==================== design 1
[src/rtl/regfile_dump_streamer_pkg.sv]
// regfile_dump_streamer_pkg: shared FSM encoding and frame constants for the register dump streamer
package regfile_dump_streamer_pkg;
  typedef enum logic [2:0] {
    IDLE      = 3'd0,
    SYNC      = 3'd1,
    SELECT    = 3'd2,
    CAPTURE   = 3'd3,
    SEND_IDX  = 3'd4,
    SEND_DATA = 3'd5,
    DONE      = 3'd6
  } dump_state_t;
  localparam logic [7:0] SYNC_BYTE = 8'hA5;
  localparam int BYTES_PER_REG = 4;
  function automatic logic [7:0] idx_byte(input logic [4:0] i);
    return {3'b000, i};
  endfunction
endpackage

[src/rtl/regfile_dump_streamer_shift_reg.sv]
// dump_shift_reg: WIDTH-bit load / shift-left-by-8 register exposing its top byte
module dump_shift_reg #(
  parameter int WIDTH = 32
) (
  input  logic             clk,
  input  logic             reset,
  input  logic             load,
  input  logic             shift,
  input  logic [WIDTH-1:0] d,
  output logic [7:0]       top
);
  logic [WIDTH-1:0] q;
  always_ff @(posedge clk)
    q <= reset ? '0 : load ? d : shift ? (q << 8) : q;
  assign top = q[WIDTH-1 -: 8];
endmodule

[src/rtl/regfile_dump_streamer.sv]
// regfile_dump_streamer: walks the datapath debug port and streams a framed register dump over valid/ready
module regfile_dump_streamer
  import regfile_dump_streamer_pkg::*;
#(
  parameter int         NUM_REGS  = 32,
  parameter int         WIDTH     = 8 * BYTES_PER_REG,
  parameter int         SEL_WIDTH = 5,
  parameter logic [7:0] SYNC_BYTE = regfile_dump_streamer_pkg::SYNC_BYTE
) (
  input  logic                 clk,
  input  logic                 reset,
  input  logic                 start,
  output logic [SEL_WIDTH-1:0] Debug_Source_select,
  input  logic [WIDTH-1:0]     Debug_out,
  output logic [7:0]           tx_data,
  output logic                 tx_valid,
  input  logic                 tx_ready,
  output logic                 busy,
  output logic                 done
);
  localparam int NB  = WIDTH / 8;
  localparam int BCW = NB > 1 ? $clog2(NB) : 1;
  dump_state_t          state;
  logic [SEL_WIDTH-1:0] reg_cnt;
  logic [BCW-1:0]       byte_cnt;
  logic [7:0]           top_byte;
  logic                 xfer;
  logic                 last_byte;
  logic                 last_reg;
  logic                 sh_load;
  logic                 sh_shift;
  assign xfer      = tx_valid && tx_ready;
  assign last_byte = byte_cnt == BCW'(NB - 1);
  assign last_reg  = reg_cnt == SEL_WIDTH'(NUM_REGS - 1);
  assign sh_load   = state == CAPTURE;
  assign sh_shift  = xfer && (state == SEND_IDX || state == SEND_DATA);
  dump_shift_reg #(.WIDTH(WIDTH)) u_shift (
    .clk   (clk),
    .reset (reset),
    .load  (sh_load),
    .shift (sh_shift),
    .d     (Debug_out),
    .top   (top_byte)
  );
  always_ff @(posedge clk) begin
    if (reset) begin
      state               <= IDLE;
      Debug_Source_select <= '0;
      tx_data             <= '0;
      tx_valid            <= 1'b0;
      busy                <= 1'b0;
      done                <= 1'b0;
      reg_cnt             <= '0;
      byte_cnt            <= '0;
    end else begin
      done <= 1'b0;
      case (state)
        IDLE: if (start) begin
          state    <= SYNC;
          tx_valid <= 1'b1;
          tx_data  <= SYNC_BYTE;
          busy     <= 1'b1;
        end
        SYNC: if (tx_ready) begin
          state               <= SELECT;
          tx_valid            <= 1'b0;
          reg_cnt             <= '0;
          Debug_Source_select <= '0;
        end
        SELECT: state <= CAPTURE;
        CAPTURE: begin
          state    <= SEND_IDX;
          tx_valid <= 1'b1;
          tx_data  <= idx_byte(5'(reg_cnt));
        end
        SEND_IDX: if (tx_ready) begin
          state    <= SEND_DATA;
          byte_cnt <= '0;
          tx_data  <= top_byte;
        end
        SEND_DATA: if (tx_ready) begin
          if (last_byte) begin
            tx_valid <= 1'b0;
            if (last_reg) begin
              state               <= DONE;
              busy                <= 1'b0;
              done                <= 1'b1;
              Debug_Source_select <= '0;
            end else begin
              state               <= SELECT;
              reg_cnt             <= reg_cnt + 1'b1;
              Debug_Source_select <= reg_cnt + 1'b1;
            end
          end else begin
            byte_cnt <= byte_cnt + 1'b1;
            tx_data  <= top_byte;
          end
        end
        DONE: state <= IDLE;
        default: begin
          state    <= IDLE;
          tx_valid <= 1'b0;
          busy     <= 1'b0;
        end
      endcase
    end
  end
endmodule

[config.mk]
export PLATFORM = sky130hd
export DESIGN_NAME = regfile_dump_streamer
export DESIGN_NICKNAME = d
export VERILOG_FILES = /design/src/rtl/regfile_dump_streamer_pkg.sv /design/src/rtl/regfile_dump_streamer_shift_reg.sv /design/src/rtl/regfile_dump_streamer.sv
export SDC_FILE = /design/constraint.sdc
export NUM_CORES = 1
export LEC_CHECK = 0
export CAP_MARGIN = 20
export CELL_PAD_IN_SITES_DETAIL_PLACEMENT = 1
export CELL_PAD_IN_SITES_GLOBAL_PLACEMENT = 1
export CORE_MARGIN = 2
export CORE_UTILIZATION = 41
export CTS_CLUSTER_SIZE = 20
export DETAILED_ROUTE_END_ITERATION = 16
export PLACE_DENSITY_LB_ADDON = 0.3
export SETUP_SLACK_MARGIN = 0.05
export SKIP_LAST_GASP = 1
export SYNTH_ARGS = -nofsm -noshare
export SYNTH_HDL_FRONTEND = slang
export SYNTH_SLANG_ARGS = --single-unit
[constraint.sdc]
create_clock -name clk -period 3.6 [get_ports clk]
set_clock_uncertainty 0.1 [all_clocks]
set_input_delay 0.72 -clock clk [delete_from_list [all_inputs] [get_ports clk]]
set_output_delay 0.72 -clock clk [all_outputs]
set_load 0.03 [all_outputs]
==================== design 2
==> config.mk <==
export PLATFORM = sky130hd
export DESIGN_NAME = beta_mem_arbiter
export DESIGN_NICKNAME = d
export VERILOG_FILES = /design/src/rtl/beta_mem_arbiter.sv
export SDC_FILE = /design/constraint.sdc
export NUM_CORES = 1
export LEC_CHECK = 0
export ABC_AREA = 1
export CAP_MARGIN = 20
export CORE_AREA = 2 2 108 110
export CTS_CLUSTER_SIZE = 24
export DETAILED_ROUTE_END_ITERATION = 12
export DIE_AREA = 0 0 110 112
export PLACE_DENSITY_LB_ADDON = 0.1
export SLEW_MARGIN = 20
export SYNTH_ARGS = -nofsm -noshare
export SYNTH_HDL_FRONTEND = slang
export SYNTH_SLANG_ARGS = --single-unit
==> constraint.sdc <==
create_clock -name clk_i -period 5.73 [get_ports clk_i]
set_input_delay 0.573 -clock clk_i [delete_from_list [all_inputs] [get_ports clk_i]]
set_output_delay 0.573 -clock clk_i [all_outputs]
set_load 0.01 [all_outputs]
==> src/rtl/beta_mem_arbiter.sv <==
// Shared memory port arbiter between instruction fetch and the LSU.
// LSU has fixed priority; a starvation counter bounds how long fetch can wait.
module beta_mem_arbiter #(
   parameter int unsigned AddrWidth = 32,
   parameter int unsigned DataWidth = 32,
   parameter int unsigned MaxStarve = 4
) (
   input  logic                     clk_i,
   input  logic                     rst_i,
   input  logic                     if_req_i,
   input  logic [AddrWidth-1:0]     if_addr_i,
   output logic                     if_gnt_o,
   output logic                     if_rvalid_o,
   output logic [DataWidth-1:0]     if_rdata_o,
   input  logic                     lsu_req_i,
   input  logic                     lsu_we_i,
   input  logic [DataWidth/8-1:0]   lsu_be_i,
   input  logic [AddrWidth-1:0]     lsu_addr_i,
   input  logic [DataWidth-1:0]     lsu_wdata_i,
   output logic                     lsu_gnt_o,
   output logic                     lsu_rvalid_o,
   output logic [DataWidth-1:0]     lsu_rdata_o,
   output logic                     mem_req_o,
   output logic                     mem_we_o,
   output logic [DataWidth/8-1:0]   mem_be_o,
   output logic [AddrWidth-1:0]     mem_addr_o,
   output logic [DataWidth-1:0]     mem_wdata_o,
   input  logic                     mem_gnt_i,
   input  logic                     mem_rvalid_i,
   input  logic [DataWidth-1:0]     mem_rdata_i,
   output logic                     arb_busy_o,
   output logic                     arb_owner_o
);

   localparam int unsigned BeWidth  = DataWidth / 8;
   localparam int unsigned CntWidth = 4;

   typedef enum logic [1:0] {
      ST_IDLE,
      ST_REQ,
      ST_WAIT
   } state_e;

   state_e                 state_q, state_d;
   logic                   owner_q, owner_d;
   logic [CntWidth-1:0]    starve_q, starve_d;
   logic                   we_q, we_d;
   logic [BeWidth-1:0]     be_q, be_d;
   logic [AddrWidth-1:0]   addr_q, addr_d;
   logic [DataWidth-1:0]   wdata_q, wdata_d;

   logic                   fetch_starved;
   logic                   lsu_win;
   logic                   if_win;

   // Fetch overrides LSU priority once it has lost MaxStarve captures in a row.
   always_comb begin
      fetch_starved = if_req_i && (starve_q == CntWidth'(MaxStarve));
      lsu_win       = lsu_req_i && !fetch_starved;
      if_win        = if_req_i && !lsu_win;
   end

   always_ff @(posedge clk_i or posedge rst_i) begin
      if (rst_i) begin
         state_q  <= ST_IDLE;
         owner_q  <= 1'b0;
         starve_q <= '0;
         we_q     <= 1'b0;
         be_q     <= '0;
         addr_q   <= '0;
         wdata_q  <= '0;
      end else begin
         state_q  <= state_d;
         owner_q  <= owner_d;
         starve_q <= starve_d;
         we_q     <= we_d;
         be_q     <= be_d;
         addr_q   <= addr_d;
         wdata_q  <= wdata_d;
      end
   end

   always_comb begin
      state_d   = state_q;
      owner_d   = owner_q;
      starve_d  = starve_q;
      we_d      = we_q;
      be_d      = be_q;
      addr_d    = addr_q;
      wdata_d   = wdata_q;
      if_gnt_o  = 1'b0;
      lsu_gnt_o = 1'b0;

      case (state_q)
         ST_IDLE: begin
            // Grants are suppressed while reset is held so nothing leaks out.
            if (!rst_i) begin
               if (lsu_win) begin
                  lsu_gnt_o = 1'b1;
                  owner_d   = 1'b1;
                  we_d      = lsu_we_i;
                  be_d      = lsu_be_i;
                  addr_d    = lsu_addr_i;
                  wdata_d   = lsu_wdata_i;
                  starve_d  = if_req_i ? (starve_q + CntWidth'(1)) : '0;
                  state_d   = ST_REQ;
               end else if (if_win) begin
                  if_gnt_o  = 1'b1;
                  owner_d   = 1'b0;
                  we_d      = 1'b0;
                  be_d      = '1;
                  addr_d    = if_addr_i;
                  wdata_d   = '0;
                  starve_d  = '0;
                  state_d   = ST_REQ;
               end
            end
         end
         ST_REQ: begin
            if (mem_gnt_i) begin
               state_d = ST_WAIT;
            end
         end
         ST_WAIT: begin
            if (mem_rvalid_i) begin
               state_d = ST_IDLE;
            end
         end
         default: begin
            state_d = ST_IDLE;
         end
      endcase
   end

   // Responses only count while a transaction is waiting for one.
   always_comb begin
      if_rvalid_o  = (state_q == ST_WAIT) && mem_rvalid_i && !owner_q;
      lsu_rvalid_o = (state_q == ST_WAIT) && mem_rvalid_i && owner_q;
      if_rdata_o   = mem_rdata_i;
      lsu_rdata_o  = mem_rdata_i;
      mem_req_o    = (state_q == ST_REQ);
      mem_we_o     = we_q;
      mem_be_o     = be_q;
      mem_addr_o   = addr_q;
      mem_wdata_o  = wdata_q;
      arb_busy_o   = (state_q != ST_IDLE);
      arb_owner_o  = owner_q;
   end

endmodule

==================== design 3
===== src/rtl/rr_arb_pkg.sv =====
// rtl/rr_arb_pkg.sv - shared types and grant helpers for the round-robin arbiter-mux
// Helpers work on MAX_N-wide vectors so callers of any N up to MAX_N can share them.
package rr_arb_pkg;

  localparam int MAX_N     = 32;
  localparam int MAX_IDX_W = 5;

  typedef logic [MAX_N-1:0]     chan_vec_t;
  typedef logic [MAX_IDX_W-1:0] chan_idx_t;

  // OR of the indices of all set bits; exact for one-hot input, no priority chain.
  function automatic chan_idx_t onehot_to_idx(input chan_vec_t oh);
    chan_idx_t idx;
    idx = '0;
    for (int i = 0; i < MAX_N; i++) begin
      if (oh[i[MAX_IDX_W-1:0]]) idx = idx | chan_idx_t'(i);
    end
    return idx;
  endfunction

  function automatic chan_vec_t rotate_first_set(input chan_vec_t req, input chan_idx_t ptr,
                                                 input int n);
    chan_vec_t grant;
    logic      found;
    int        j;
    chan_idx_t jj;
    grant = '0;
    found = 1'b0;
    for (int k = 0; k < MAX_N; k++) begin
      j = int'(ptr) + k;
      if (j >= n) j = j - n;
      jj = j[MAX_IDX_W-1:0];
      if (k < n && !found && req[jj]) begin
        grant[jj] = 1'b1;
        found     = 1'b1;
      end
    end
    return grant;
  endfunction

endpackage


===== src/rtl/rr_arb_mux_if.sv =====
// rtl/rr_arb_mux_if.sv - N-channel request side plus single output stream of the arbiter-mux
interface rr_arb_mux_if #(
  parameter int WIDTH = 32,
  parameter int N     = 4,
  parameter int IDX_W = (N > 1) ? $clog2(N) : 1
);

  logic [N-1:0]     in_valid;
  logic [WIDTH-1:0] in_data [N-1:0];
  logic [N-1:0]     in_last;
  logic [N-1:0]     in_ready;
  logic             out_valid;
  logic             out_ready;
  logic [WIDTH-1:0] out_data;
  logic             out_last;
  logic [N-1:0]     out_sel;
  logic [IDX_W-1:0] out_idx;

  modport slave (
    input  in_valid, in_data, in_last, out_ready,
    output in_ready, out_valid, out_data, out_last, out_sel, out_idx
  );

  modport master (
    output in_valid, in_data, in_last, out_ready,
    input  in_ready, out_valid, out_data, out_last, out_sel, out_idx
  );

endinterface


===== src/rtl/rr_arbiter.sv =====
// rtl/rr_arbiter.sv - round-robin grant generator with optional packet lock
// Owns the rotating pointer and, in packet mode, the channel lock held until a last beat.
module rr_arbiter
  import rr_arb_pkg::*;
#(
  parameter int N           = 4,
  parameter int PACKET_MODE = 0,
  parameter int IDX_W       = (N > 1) ? $clog2(N) : 1
) (
  input  logic         clk,
  input  logic         rst,
  input  logic [N-1:0] req,
  input  logic [N-1:0] last,
  input  logic         advance,
  output logic [N-1:0] grant
);

  logic [IDX_W-1:0] ptr;
  logic [IDX_W-1:0] lock_ch;
  logic             lock;
  logic [N-1:0]     rr_grant;
  logic [N-1:0]     lock_grant;
  logic [IDX_W-1:0] g;
  logic [IDX_W-1:0] ptr_next;

  assign rr_grant   = N'(rotate_first_set(chan_vec_t'(req), chan_idx_t'(ptr), N));
  // A locked channel that drops valid leaves a bubble rather than letting others in.
  assign lock_grant = N'(chan_vec_t'(1) << lock_ch) & req;
  assign grant      = (PACKET_MODE != 0 && lock) ? lock_grant : rr_grant;

  assign g        = IDX_W'(onehot_to_idx(chan_vec_t'(grant)));
  assign ptr_next = (g == IDX_W'(N - 1)) ? '0 : g + IDX_W'(1);

  always_ff @(posedge clk) begin
    if (rst) begin
      ptr     <= '0;
      lock    <= 1'b0;
      lock_ch <= '0;
    end else if (advance) begin
      if (PACKET_MODE == 0) begin
        ptr <= ptr_next;
      end else if (last[g]) begin
        ptr  <= ptr_next;
        lock <= 1'b0;
      end else begin
        lock    <= 1'b1;
        lock_ch <= g;
      end
    end
  end

endmodule


===== src/rtl/rr_arb_mux.sv =====
// rtl/rr_arb_mux.sv - N-channel round-robin arbiter with AND-OR data mux and one output register
// A new beat loads on the same edge the held beat drains, so full throughput is sustained.
module rr_arb_mux
  import rr_arb_pkg::*;
#(
  parameter int WIDTH       = 32,
  parameter int N           = 4,
  parameter int PACKET_MODE = 0,
  parameter int IDX_W       = (N > 1) ? $clog2(N) : 1
) (
  input logic          clk,
  input logic          rst,
  rr_arb_mux_if.slave  bus
);

  logic [N-1:0]     grant;
  logic             can_load;
  logic             accept;
  logic [IDX_W-1:0] g;
  logic [WIDTH-1:0] acc_data [N+1];
  logic             acc_last [N+1];

  rr_arbiter #(
    .N           (N),
    .PACKET_MODE (PACKET_MODE),
    .IDX_W       (IDX_W)
  ) u_arbiter (
    .clk     (clk),
    .rst     (rst),
    .req     (bus.in_valid),
    .last    (bus.in_last),
    .advance (accept),
    .grant   (grant)
  );

  assign can_load     = ~bus.out_valid | bus.out_ready;
  assign bus.in_ready = grant & {N{can_load}};
  assign accept       = |(bus.in_valid & bus.in_ready);
  assign g            = IDX_W'(onehot_to_idx(chan_vec_t'(grant)));

  // One-hot AND-OR chain: at most one term is non-zero, so no priority is implied.
  assign acc_data[0] = '0;
  assign acc_last[0] = 1'b0;
  for (genvar i = 0; i < N; i++) begin : g_mux
    assign acc_data[i+1] = acc_data[i] | (bus.in_data[i] & {WIDTH{grant[i]}});
    assign acc_last[i+1] = acc_last[i] | (bus.in_last[i] & grant[i]);
  end

  always_ff @(posedge clk) begin
    if (rst) begin
      bus.out_valid <= 1'b0;
      bus.out_data  <= '0;
      bus.out_last  <= 1'b0;
      bus.out_sel   <= '0;
      bus.out_idx   <= '0;
    end else if (accept) begin
      bus.out_valid <= 1'b1;
      bus.out_data  <= acc_data[N];
      bus.out_last  <= (PACKET_MODE != 0) ? acc_last[N] : 1'b1;
      bus.out_sel   <= grant;
      bus.out_idx   <= g;
    end else if (bus.out_ready) begin
      bus.out_valid <= 1'b0;
    end
  end

  always_ff @(posedge clk) begin
    if (!rst) begin
      assert ($onehot0(bus.in_ready) && $onehot0(bus.out_sel));
    end
  end

endmodule


===== src/flat_wrapper.sv =====
// flat-port wrapper written by rule: the top's interface ports become plain ports
module rr_arb_mux_flat import rr_arb_pkg::*;
#(
  parameter int WIDTH       = 32,
  parameter int N           = 4,
  parameter int PACKET_MODE = 0,
  parameter int IDX_W       = (N > 1) ? $clog2(N) : 1
)
  (clk, rst, bus_in_valid, bus_in_data, bus_in_last, bus_out_ready, bus_in_ready, bus_out_valid, bus_out_data, bus_out_last, bus_out_sel, bus_out_idx);
  rr_arb_mux_if #(.WIDTH(WIDTH), .N(N), .IDX_W(IDX_W)) bus_i ();
  input logic clk;
  input logic rst;
  input wire logic [$bits(bus_i.in_valid)-1:0] bus_in_valid;
  input wire logic [$bits(bus_i.in_data)-1:0] bus_in_data;
  input wire logic [$bits(bus_i.in_last)-1:0] bus_in_last;
  input wire logic [$bits(bus_i.out_ready)-1:0] bus_out_ready;
  output wire logic [$bits(bus_i.in_ready)-1:0] bus_in_ready;
  output wire logic [$bits(bus_i.out_valid)-1:0] bus_out_valid;
  output wire logic [$bits(bus_i.out_data)-1:0] bus_out_data;
  output wire logic [$bits(bus_i.out_last)-1:0] bus_out_last;
  output wire logic [$bits(bus_i.out_sel)-1:0] bus_out_sel;
  output wire logic [$bits(bus_i.out_idx)-1:0] bus_out_idx;
  assign bus_i.in_valid = bus_in_valid;
  assign bus_i.in_data = {>>{bus_in_data}};
  assign bus_i.in_last = bus_in_last;
  assign bus_i.out_ready = bus_out_ready;
  assign bus_in_ready = bus_i.in_ready;
  assign bus_out_valid = bus_i.out_valid;
  assign bus_out_data = bus_i.out_data;
  assign bus_out_last = bus_i.out_last;
  assign bus_out_sel = bus_i.out_sel;
  assign bus_out_idx = bus_i.out_idx;
  rr_arb_mux #(.WIDTH(WIDTH), .N(N), .PACKET_MODE(PACKET_MODE), .IDX_W(IDX_W)) u_core (.clk(clk), .rst(rst), .bus(bus_i));
endmodule

===== config.mk =====
export PLATFORM = sky130hd
export DESIGN_NAME = rr_arb_mux_flat
export DESIGN_NICKNAME = d
export VERILOG_FILES = /design/src/rtl/rr_arb_pkg.sv /design/src/rtl/rr_arb_mux_if.sv /design/src/rtl/rr_arbiter.sv /design/src/rtl/rr_arb_mux.sv /design/src/flat_wrapper.sv
export SDC_FILE = /design/constraint.sdc
export NUM_CORES = 1
export LEC_CHECK = 0
export ABC_AREA = 0
export CAP_MARGIN = 5
export CORE_ASPECT_RATIO = 0.5
export CORE_MARGIN = 2
export CORE_UTILIZATION = 30
export DETAILED_ROUTE_END_ITERATION = 6
export GPL_ROUTABILITY_DRIVEN = 0
export MAX_ROUTING_LAYER = met4
export PLACE_DENSITY = 0.65
export SYNTH_ARGS = -nofsm -noshare
export SYNTH_HDL_FRONTEND = slang
export SYNTH_SLANG_ARGS = --single-unit

===== constraint.sdc =====
create_clock -name clk -period 4.9 [get_ports clk]
set_input_delay 0.98 -clock clk [delete_from_list [all_inputs] [get_ports clk]]
set_output_delay 0.98 -clock clk [all_outputs]
set_load 0.005 [all_outputs]

==================== design 4
--- src/rtl/j1_io_pkg.sv ---
// Shared J1 I/O map: UART register addresses, status-word bit positions
// and the receive-ingest state encoding.
package j1_io_pkg;

    localparam logic [15:0] UART_RX_ADDR   = 16'h4000;
    localparam logic [15:0] UART_TX_ADDR   = 16'h4001;
    localparam logic [15:0] UART_STAT_ADDR = 16'h4002;

    localparam int STAT_AVAIL     = 0;
    localparam int STAT_FULL      = 1;
    localparam int STAT_OVF       = 2;
    localparam int STAT_COUNT_LSB = 8;

    typedef enum logic {
        ST_IDLE = 1'b0,
        ST_HOLD = 1'b1
    } ingest_state_t;

endpackage

--- src/rtl/sync_fifo.sv ---
// First-word-fall-through synchronous FIFO; head is readable combinationally.
// A pop on a full FIFO frees the slot for a push in the same cycle.
module sync_fifo #(
    parameter  int WIDTH = 8,
    parameter  int DEPTH = 16,
    localparam int AW    = $clog2(DEPTH)
) (
    input  logic             clk,
    input  logic             resetq,
    input  logic             i_push,
    input  logic [WIDTH-1:0] i_data,
    input  logic             i_pop,
    output logic [WIDTH-1:0] o_head,
    output logic             o_full,
    output logic             o_empty,
    output logic [AW:0]      o_count
);

    localparam logic [AW:0]   CNT_ONE  = (AW+1)'(1);
    localparam logic [AW:0]   CNT_FULL = (AW+1)'(DEPTH);
    localparam logic [AW-1:0] PTR_ONE  = AW'(1);

    logic [WIDTH-1:0] r_mem [DEPTH];
    logic [AW-1:0]    r_wr_ptr;
    logic [AW-1:0]    r_rd_ptr;
    logic [AW:0]      r_count;
    logic             w_do_push;
    logic             w_do_pop;

    assign o_empty   = (r_count == '0);
    assign o_full    = (r_count == CNT_FULL);
    assign o_count   = r_count;
    assign o_head    = r_mem[r_rd_ptr];
    assign w_do_pop  = i_pop && !o_empty;
    assign w_do_push = i_push && (!o_full || w_do_pop);

    always_ff @(posedge clk) begin
        if (w_do_push) begin
            r_mem[r_wr_ptr] <= i_data;
        end
    end

    // Pointers wrap naturally at DEPTH because DEPTH is a power of two.
    always_ff @(posedge clk or negedge resetq) begin
        if (!resetq) begin
            r_wr_ptr <= '0;
            r_rd_ptr <= '0;
            r_count  <= '0;
        end else begin
            if (w_do_push) begin
                r_wr_ptr <= r_wr_ptr + PTR_ONE;
            end
            if (w_do_pop) begin
                r_rd_ptr <= r_rd_ptr + PTR_ONE;
            end
            if (w_do_push && !w_do_pop) begin
                r_count <= r_count + CNT_ONE;
            end else if (w_do_pop && !w_do_push) begin
                r_count <= r_count - CNT_ONE;
            end
        end
    end

endmodule

--- src/rtl/uart_rx_fifo.sv ---
// Drains buart received bytes into a FIFO for the J1 CPU; provides the data
// and status registers on the I/O bus and a level interrupt while data waits.
module uart_rx_fifo
    import j1_io_pkg::*;
#(
    parameter int          DEPTH     = 16,
    parameter logic [15:0] DATA_ADDR = UART_RX_ADDR,
    parameter logic [15:0] STAT_ADDR = UART_STAT_ADDR
) (
    input  logic        clk,
    input  logic        resetq,
    input  logic        rx_valid,
    input  logic [7:0]  rx_data,
    output logic        rx_rd,
    input  logic        io_rd,
    input  logic [15:0] io_addr,
    output logic [15:0] io_din,
    output logic        rx_irq
);

    localparam int AW = $clog2(DEPTH);

    ingest_state_t r_state;
    logic          r_ovf;
    logic [7:0]    w_head;
    logic          w_full;
    logic          w_empty;
    logic [AW:0]   w_count;
    logic          w_pop;
    logic          w_stat_rd;
    logic          w_ovf_evt;
    logic [15:0]   w_stat;

    // Gated by resetq so the acknowledge is held low for the whole reset,
    // leaving any pending buart byte to be taken after release.
    assign rx_rd     = resetq && (r_state == ST_IDLE) && rx_valid;
    assign w_pop     = io_rd && (io_addr == DATA_ADDR) && !w_empty;
    assign w_stat_rd = io_rd && (io_addr == STAT_ADDR);
    assign w_ovf_evt = rx_rd && w_full && !w_pop;
    assign rx_irq    = !w_empty;

    sync_fifo #(
        .WIDTH (8),
        .DEPTH (DEPTH)
    ) u_fifo (
        .clk     (clk),
        .resetq  (resetq),
        .i_push  (rx_rd),
        .i_data  (rx_data),
        .i_pop   (w_pop),
        .o_head  (w_head),
        .o_full  (w_full),
        .o_empty (w_empty),
        .o_count (w_count)
    );

    // HOLD spends one cycle ignoring rx_valid while buart clears it.
    always_ff @(posedge clk or negedge resetq) begin
        if (!resetq) begin
            r_state <= ST_IDLE;
        end else begin
            case (r_state)
                ST_IDLE: if (rx_valid) r_state <= ST_HOLD;
                ST_HOLD: r_state <= ST_IDLE;
                default: r_state <= ST_IDLE;
            endcase
        end
    end

    always_ff @(posedge clk or negedge resetq) begin
        if (!resetq) begin
            r_ovf <= 1'b0;
        end else if (w_ovf_evt) begin
            r_ovf <= 1'b1;
        end else if (w_stat_rd) begin
            r_ovf <= 1'b0;
        end
    end

    always_comb begin
        w_stat                             = '0;
        w_stat[STAT_AVAIL]                 = !w_empty;
        w_stat[STAT_FULL]                  = w_full;
        w_stat[STAT_OVF]                   = r_ovf;
        w_stat[STAT_COUNT_LSB +: AW+1]     = w_count;
    end

    always_comb begin
        io_din = '0;
        if (io_addr == DATA_ADDR) begin
            if (!w_empty) begin
                io_din = {8'h00, w_head};
            end
        end else if (io_addr == STAT_ADDR) begin
            io_din = w_stat;
        end
    end

endmodule

--- config.mk ---
export PLATFORM = sky130hd
export DESIGN_NAME = uart_rx_fifo
export DESIGN_NICKNAME = d
export VERILOG_FILES = /design/src/rtl/j1_io_pkg.sv /design/src/rtl/sync_fifo.sv /design/src/rtl/uart_rx_fifo.sv
export SDC_FILE = /design/constraint.sdc
export NUM_CORES = 1
export LEC_CHECK = 0
export CAP_MARGIN = 20
export CORE_MARGIN = 1
export CORE_UTILIZATION = 60
export CTS_CLUSTER_SIZE = 10
export DETAILED_ROUTE_END_ITERATION = 12
export PLACE_DENSITY = 0.83
export SLEW_MARGIN = 5
export SYNTH_ARGS = -nofsm -noshare
export SYNTH_HDL_FRONTEND = slang
export SYNTH_SLANG_ARGS = --single-unit
--- constraint.sdc ---
create_clock -name clk -period 6.61 [get_ports clk]
set_clock_uncertainty 0.05 [all_clocks]
set_input_delay 1.6525 -clock clk [delete_from_list [all_inputs] [get_ports clk]]
set_output_delay 1.6525 -clock clk [all_outputs]
set_load 0.01 [all_outputs]

==> layout pictures side by side <==
Cell placement.
(a)
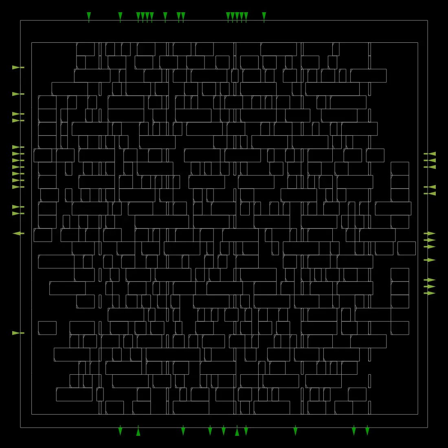
(b)
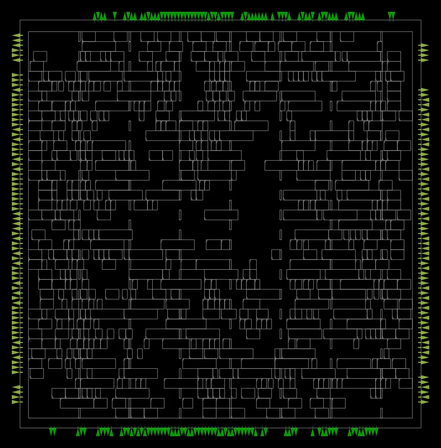
(c)
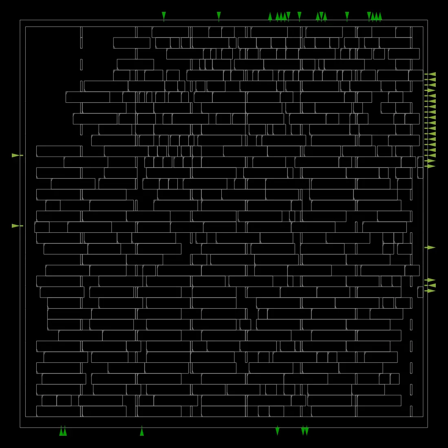
(d)
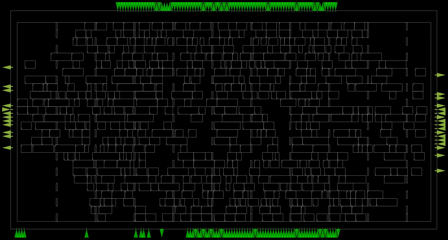
(a) comes from design 1.
(b) comes from design 2.
(d) comes from design 3.
(c) comes from design 4.
The one with the highest utilization is (c).
The one with the most sequential cells is (c).

==> design_3/density.png <==
15 x 8 tiles, from white (low) to dark blue (high), 0 to 100% covered.
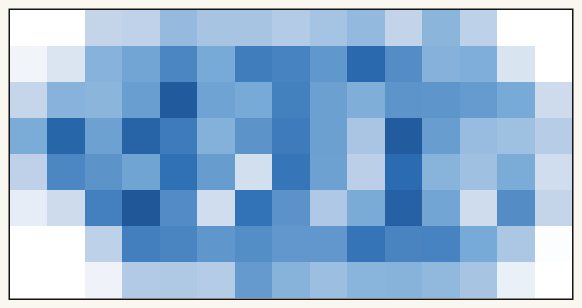
nearly empty tiles: 9.2%
mean over tiles: 44%
tiles over 75% full: 6.7%
fullest tile: 84%
densest ninth of the die: west
FP Core Util: 31.3%
final core utilization: 51.0%
Core Area: 10400 sq um

==> out/metrics.cfg, design 3 <==
[detailed_routing]
top_layer_used=met4

[final_timing]
setup_violations=0
hold_viol_final=0
finalMaxSlewViolations=0

[synth]
synth_cell_type_count=49
synth_area_sq_um=3250
mux_area_share_pct=16.9
ys_seq_share_pct=25.9

[global_route]
first_global_vias=3514
grt_max_degree=46
antenna_found_initial=0

[outcome]
outcome=completed

[clock_network]
cts_tree=done

[layout]
inv_count=5
clock_cell_area_share_pct=2.79
fin_area_sq_um=5300
logic_area_sq_um=2210

[place]
dpl.hpwl_um=8670

[hold_path]
whs_path_depth=2

[critical_path]
path_depth=7

[power]
comb_power_mw=1.79
sw_frac_of_total_pct=40.1

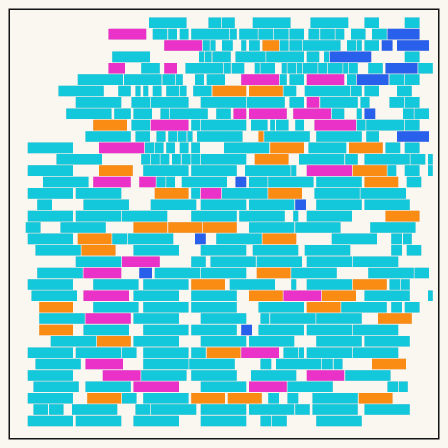
(design_4/drive_strength.png)
[orange] drive 2 | cells: 36 | share: 9.6%
[cyan] drive 1 or less | cells: 299 | share: 80%
[blue] drive 3 to 4 | cells: 13 | share: 3.5%
[magenta] drive 6 and up | cells: 28 | share: 7.4%
design area: 7220 sq um
final setup margin: 0.841 ns
bufs w/o clock: 47

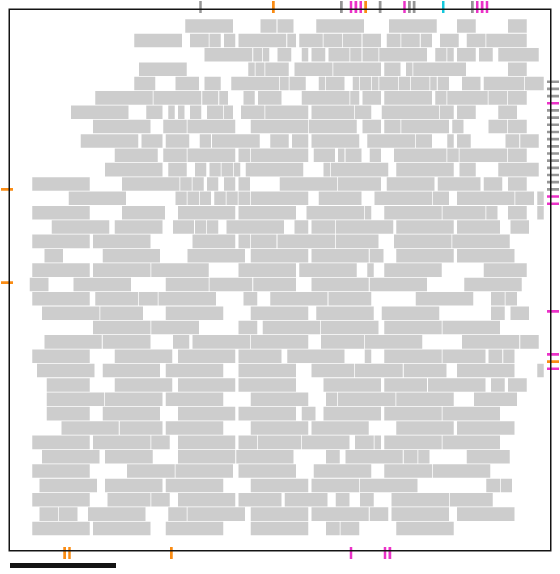
(design_4/pins.png)
Bar = 20 um. Pins as bars across the die edge, other pins in gray.
[magenta] `io_din` | pins: 16 | direction: output | edge: 7 north, 6 east, 3 south
[cyan] `clk` | pins: 1 | direction: input | edge: north
[orange] `rx_data` | pins: 8 | direction: input | edge: 3 south, 2 north, 2 west, 1 east
die width: 102 um
PortBufs: 42

==> out/metrics.cfg, design 4 <==
[place]
place_inst=477
dpl.hpwl_um=7240

[clock_network]
clock_latency_ns=0.52
cts_tree=done

[final_timing]
rsz0062_at_grt=no
worst_pin_slew_ns=0.886
timing.hold.ws_ns=0.357
fmax_mhz=173
slew_headroom_pct=40.9

[critical_path]
startpoint_type=primary input
path_depth=6
required_ns=4.91
crit_path_start=io_addr[14]
crit_type=in -> out
r2r_start=u_fifo.o_count[0]
critPathBufInv=2

[global_route]
grt_max_degree=30
grtUsageMet2_pct=41.2
grt_pass1_wl_um=17900
met1_usage_pct=32.1
top_usage_layer=met2

[synth]
most_common_cell=edfxtp_1
syn_avg_cell_area_sq_um=19.2
ys_cells=315
synth.area.top_cells=edfxtp_1 64%, mux4_2 13%, dfrtp_1 6.2%
async_reset_ff_share_pct=10.5

[detailed_routing]
firstDrtPassIters=4
drt-total-wl_um=11800
wl_per_cell_um=23.2
viasPerCell=6.14

[power]
power_leader=sequential cells
power_clock_mw=1.03
sw_frac_of_total_pct=23.1
p_sw_mw=0.542
power_frac_seq_pct=46.4
combPwrFrac_pct=9.6

[layout]
inv_count=9
seqCellArea_sq_um=4220
comb_cells=145
top_register=u_fifo.r_mem
final_cell_mix=128 x edfxtp_1, 42 x clkdlybuf4s50_1, 34 x mux4_2

[floorplanning]
dieArea_sq_um=10500
row_count=36
nWellTaps=133

[outcome]
outcome=completed

[hold_path]
min_delay_worst_endpoint=r_state

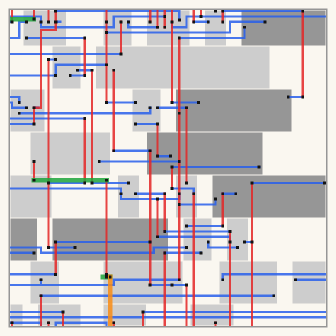
(design_1/zoom.png)
Window x 53 to 73, y 53 to 73 um. Cells in gray, sequential cells in the stronger gray; small squares are vias.
[orange] met4
[blue] met1
[green] met3
[red] met2
most frequent: a22oi_1 (6), dfxtp_1 (5)
cells with their middle in the window: 26
sequential cells in the window: 5
netlist names of flops here include: `u_shift.q` (5)

==> out/metrics.cfg, design 1 <==
[floorplanning]
ioPinCount=52
fp.coreArea_sq_um=6030
nWellTaps=75
die_y_um=83.4

[global_route]
grt_use_met3_pct=3.38
grtUsageTotal_pct=19.5
antenna_found_initial=0

[hold_path]
whs_path_depth=2

[place]
placed_area_sq_um=3040
portBuffers=51

[layout]
antennaDiodeCount=0
fin_area_sq_um=3290
clock_cell_area_share_pct=7.65
largest_reg_flops=32
top_regs=u_shift.q: 32 flops, tx_data: 8 flops

[synth]
synthAdderAreaFrac_pct=1.45
edf_count=0
async_reset_ff_share_pct=0
aoi_share_pct=24.0
logic_family=AND-OR/OR-AND gates
top_cell_area_share_pct=44.9
yosys_area_sq_um=2590
synth_area_sq_um=2590
synth.area.top_cells=dfxtp_1 45%, a21oi_1 9.3%, a22oi_1 7.5%
yosysTopAreaCell=dfxtp_1

[detailed_routing]
vias=2261
met3_length_um=256

[critical_path]
end_kind=flip-flop
crit_type=in -> reg
r2r_start=state[1]
reg2reg_depth=4
path_depth=6

[clock_network]
clock_latency_ns=0.34
clk_path_buf_depth=2
cts_hold_buffers=0
h-tree-depth=3
cts_tree=done

[power]
leakage_nw=1.16
p_sw_mw=0.369
seq_power_mw=0.679
power_clock_mw=0.761
internal-power_mw=1.24
comb_power_mw=0.164
finalPower_mw=1.60
sw_frac_of_total_pct=23.0

[final_timing]
fmax_mhz=438
setup_violations=0
period_minus_slack_ns=2.28
layout_setup_ws_ns=1.32

[outcome]
outcome=completed

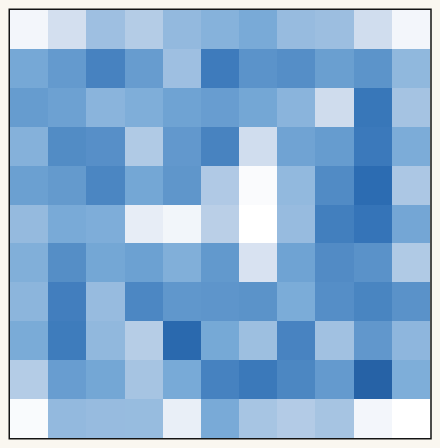
(design_2/density.png)
11 x 11 tiles, from white (low) to dark blue (high), 0 to 100% covered.
mean over tiles: 47%
emptiest ninth of the die: center
densest ninth of the die: east
Core Area: 11200 sq um
FP Core Util: 37.9%
final core utilization: 53.1%

==> out/metrics.cfg, design 2 <==
[outcome]
outcome=completed

[critical_path]
crit_path_start=if_req_i
crit_chain=clkdlybuf4s50_1 -> nand2_1 -> inv_2 -> nand2_4 -> nand2_4 -> nand3_1 -> nor2_1 -> clkdlybuf4s50_1
r2r_slack_ns=3.90
end_kind=primary output
required_ns=5.16
path_depth=8

[synth]
synth_area_sq_um=4230
ys_sh_simple_pct=29.8
fp_nets=695
syn_inst=554
ys_seq_share_pct=44.9
common_cells=209 x nand2_1, 80 x inv_1, 76 x dfrtp_1
synth.area.top_cells=dfrtp_1 45%, nand2_1 19%, buf_4 13%
xor_share_pct=0.207

[power]
power_leader=combinational logic
internal-power_mw=1.85
sw_frac_of_total_pct=32.3
power_frac_seq_pct=34.4
seq_power_mw=0.937

[layout]
nets=803
layout_top_cell=nand2_1
largestClassByArea=flip-flops and latches
fin_area_sq_um=5930
antennaDiodeCount=0
syn2layout_area_growth_pct=40.2
nClkBuffers=9
logic_area_sq_um=1350
layoutNonFillerInstCount=810
sh_comb_area_pct=22.8

[final_timing]
hold_viol_final=0
clock_skew_ns=0.00515
period_minus_slack_ns=3.32
timing.hold.ws_ns=0.461

[floorplanning]
row_count=39
dieArea_sq_um=12300
ioPinCount=279

[detailed_routing]
top_layer_used=met4
met3_length_um=1080

[clock_network]
h-tree-depth=3
cts_setup_buffers=0

[global_route]
grtUsageMet2_pct=24.8
grt_pass1_wl_um=15700
grt_use_met3_pct=5.74
first_global_vias=3415

[place]
place_ws_ns=2.34

[hold_path]
hold_path.class=reg -> reg
whs_path_depth=1
min_delay_worst_endpoint=state_q[1]



==> notes/layouts.md <==
Pictures saved along the way, in no particular order.

I/O pins on the die edge.
shot_01.png
Bar = 50 um. Pins as bars across the die edge, other pins in gray.
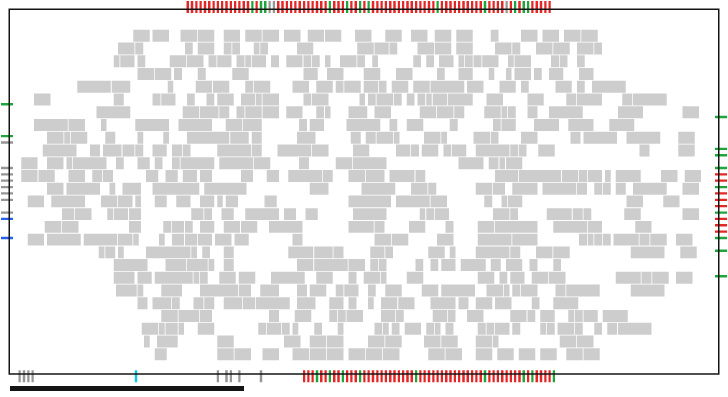
shot_02.png
Bar = 20 um. Pins as bars across the die edge, other pins in gray.
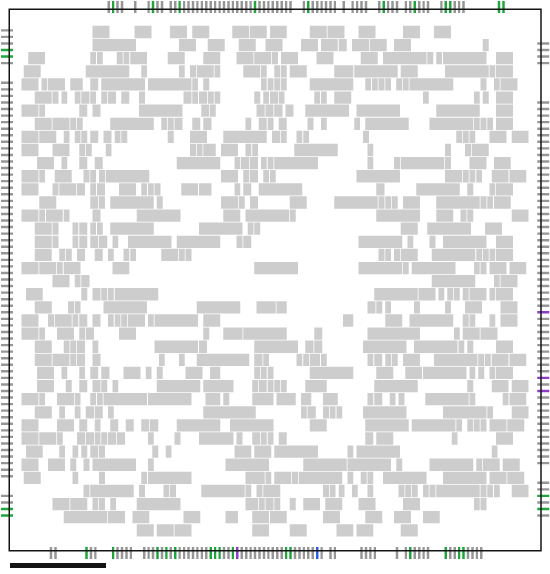
shot_03.png
Bar = 20 um. Pins as bars across the die edge, other pins in gray.
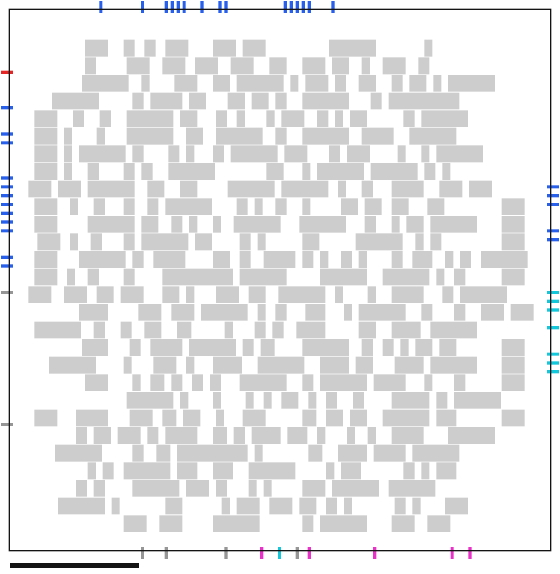
Design 1 is shot_03.png.
Design 3 is shot_01.png.
Design 2 is shot_02.png.
The one with the smallest die is shot_03.png.

Key to shot_02.png:
[blue] `arb_owner_o` | pins: 1 | direction: output | edge: south
[purple] `lsu_be_i` | pins: 4 | direction: input | edge: 3 east, 1 south
[green] `mem_rdata_i` | pins: 32 | direction: input | edge: 15 south, 11 north, 4 west, 2 east
all pins by edge: 73 south, 71 west, 69 north, 66 east


==> notes/layouts.md <==
Pictures saved along the way, in no particular order.

Close-up of the layout.
image #1
Window x 72 to 92, y 74 to 94 um. Cells in gray, sequential cells in the stronger gray; small squares are vias.
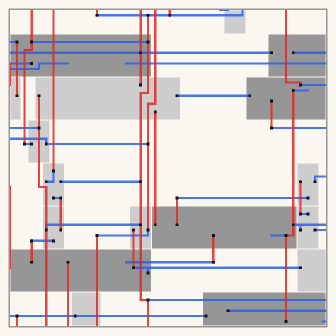
image #2
Window x 67 to 87, y 67 to 87 um. Cells in gray, sequential cells in the stronger gray; small squares are vias.
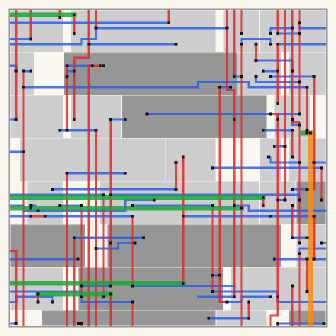
image #3
Window x 103 to 123, y 48 to 68 um. Cells in gray, sequential cells in the stronger gray; small squares are vias.
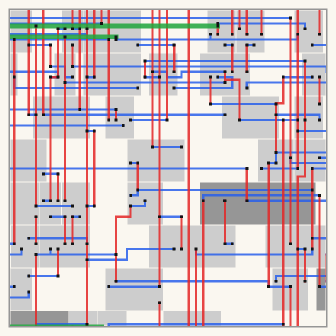
Image #2 comes from design 4.
Image #1 comes from design 2.
Image #3 comes from design 3.

Key to image #2:
[blue] met1
[orange] met4
[red] met2
[green] met3
sequential cells in the window: 4
netlist names of flops here include: `u_fifo.r_mem` (2), `u_fifo.r_rd_ptr` (2)
cells with their middle in the window: 22
most frequent: clkdlybuf4s50_1 (3)

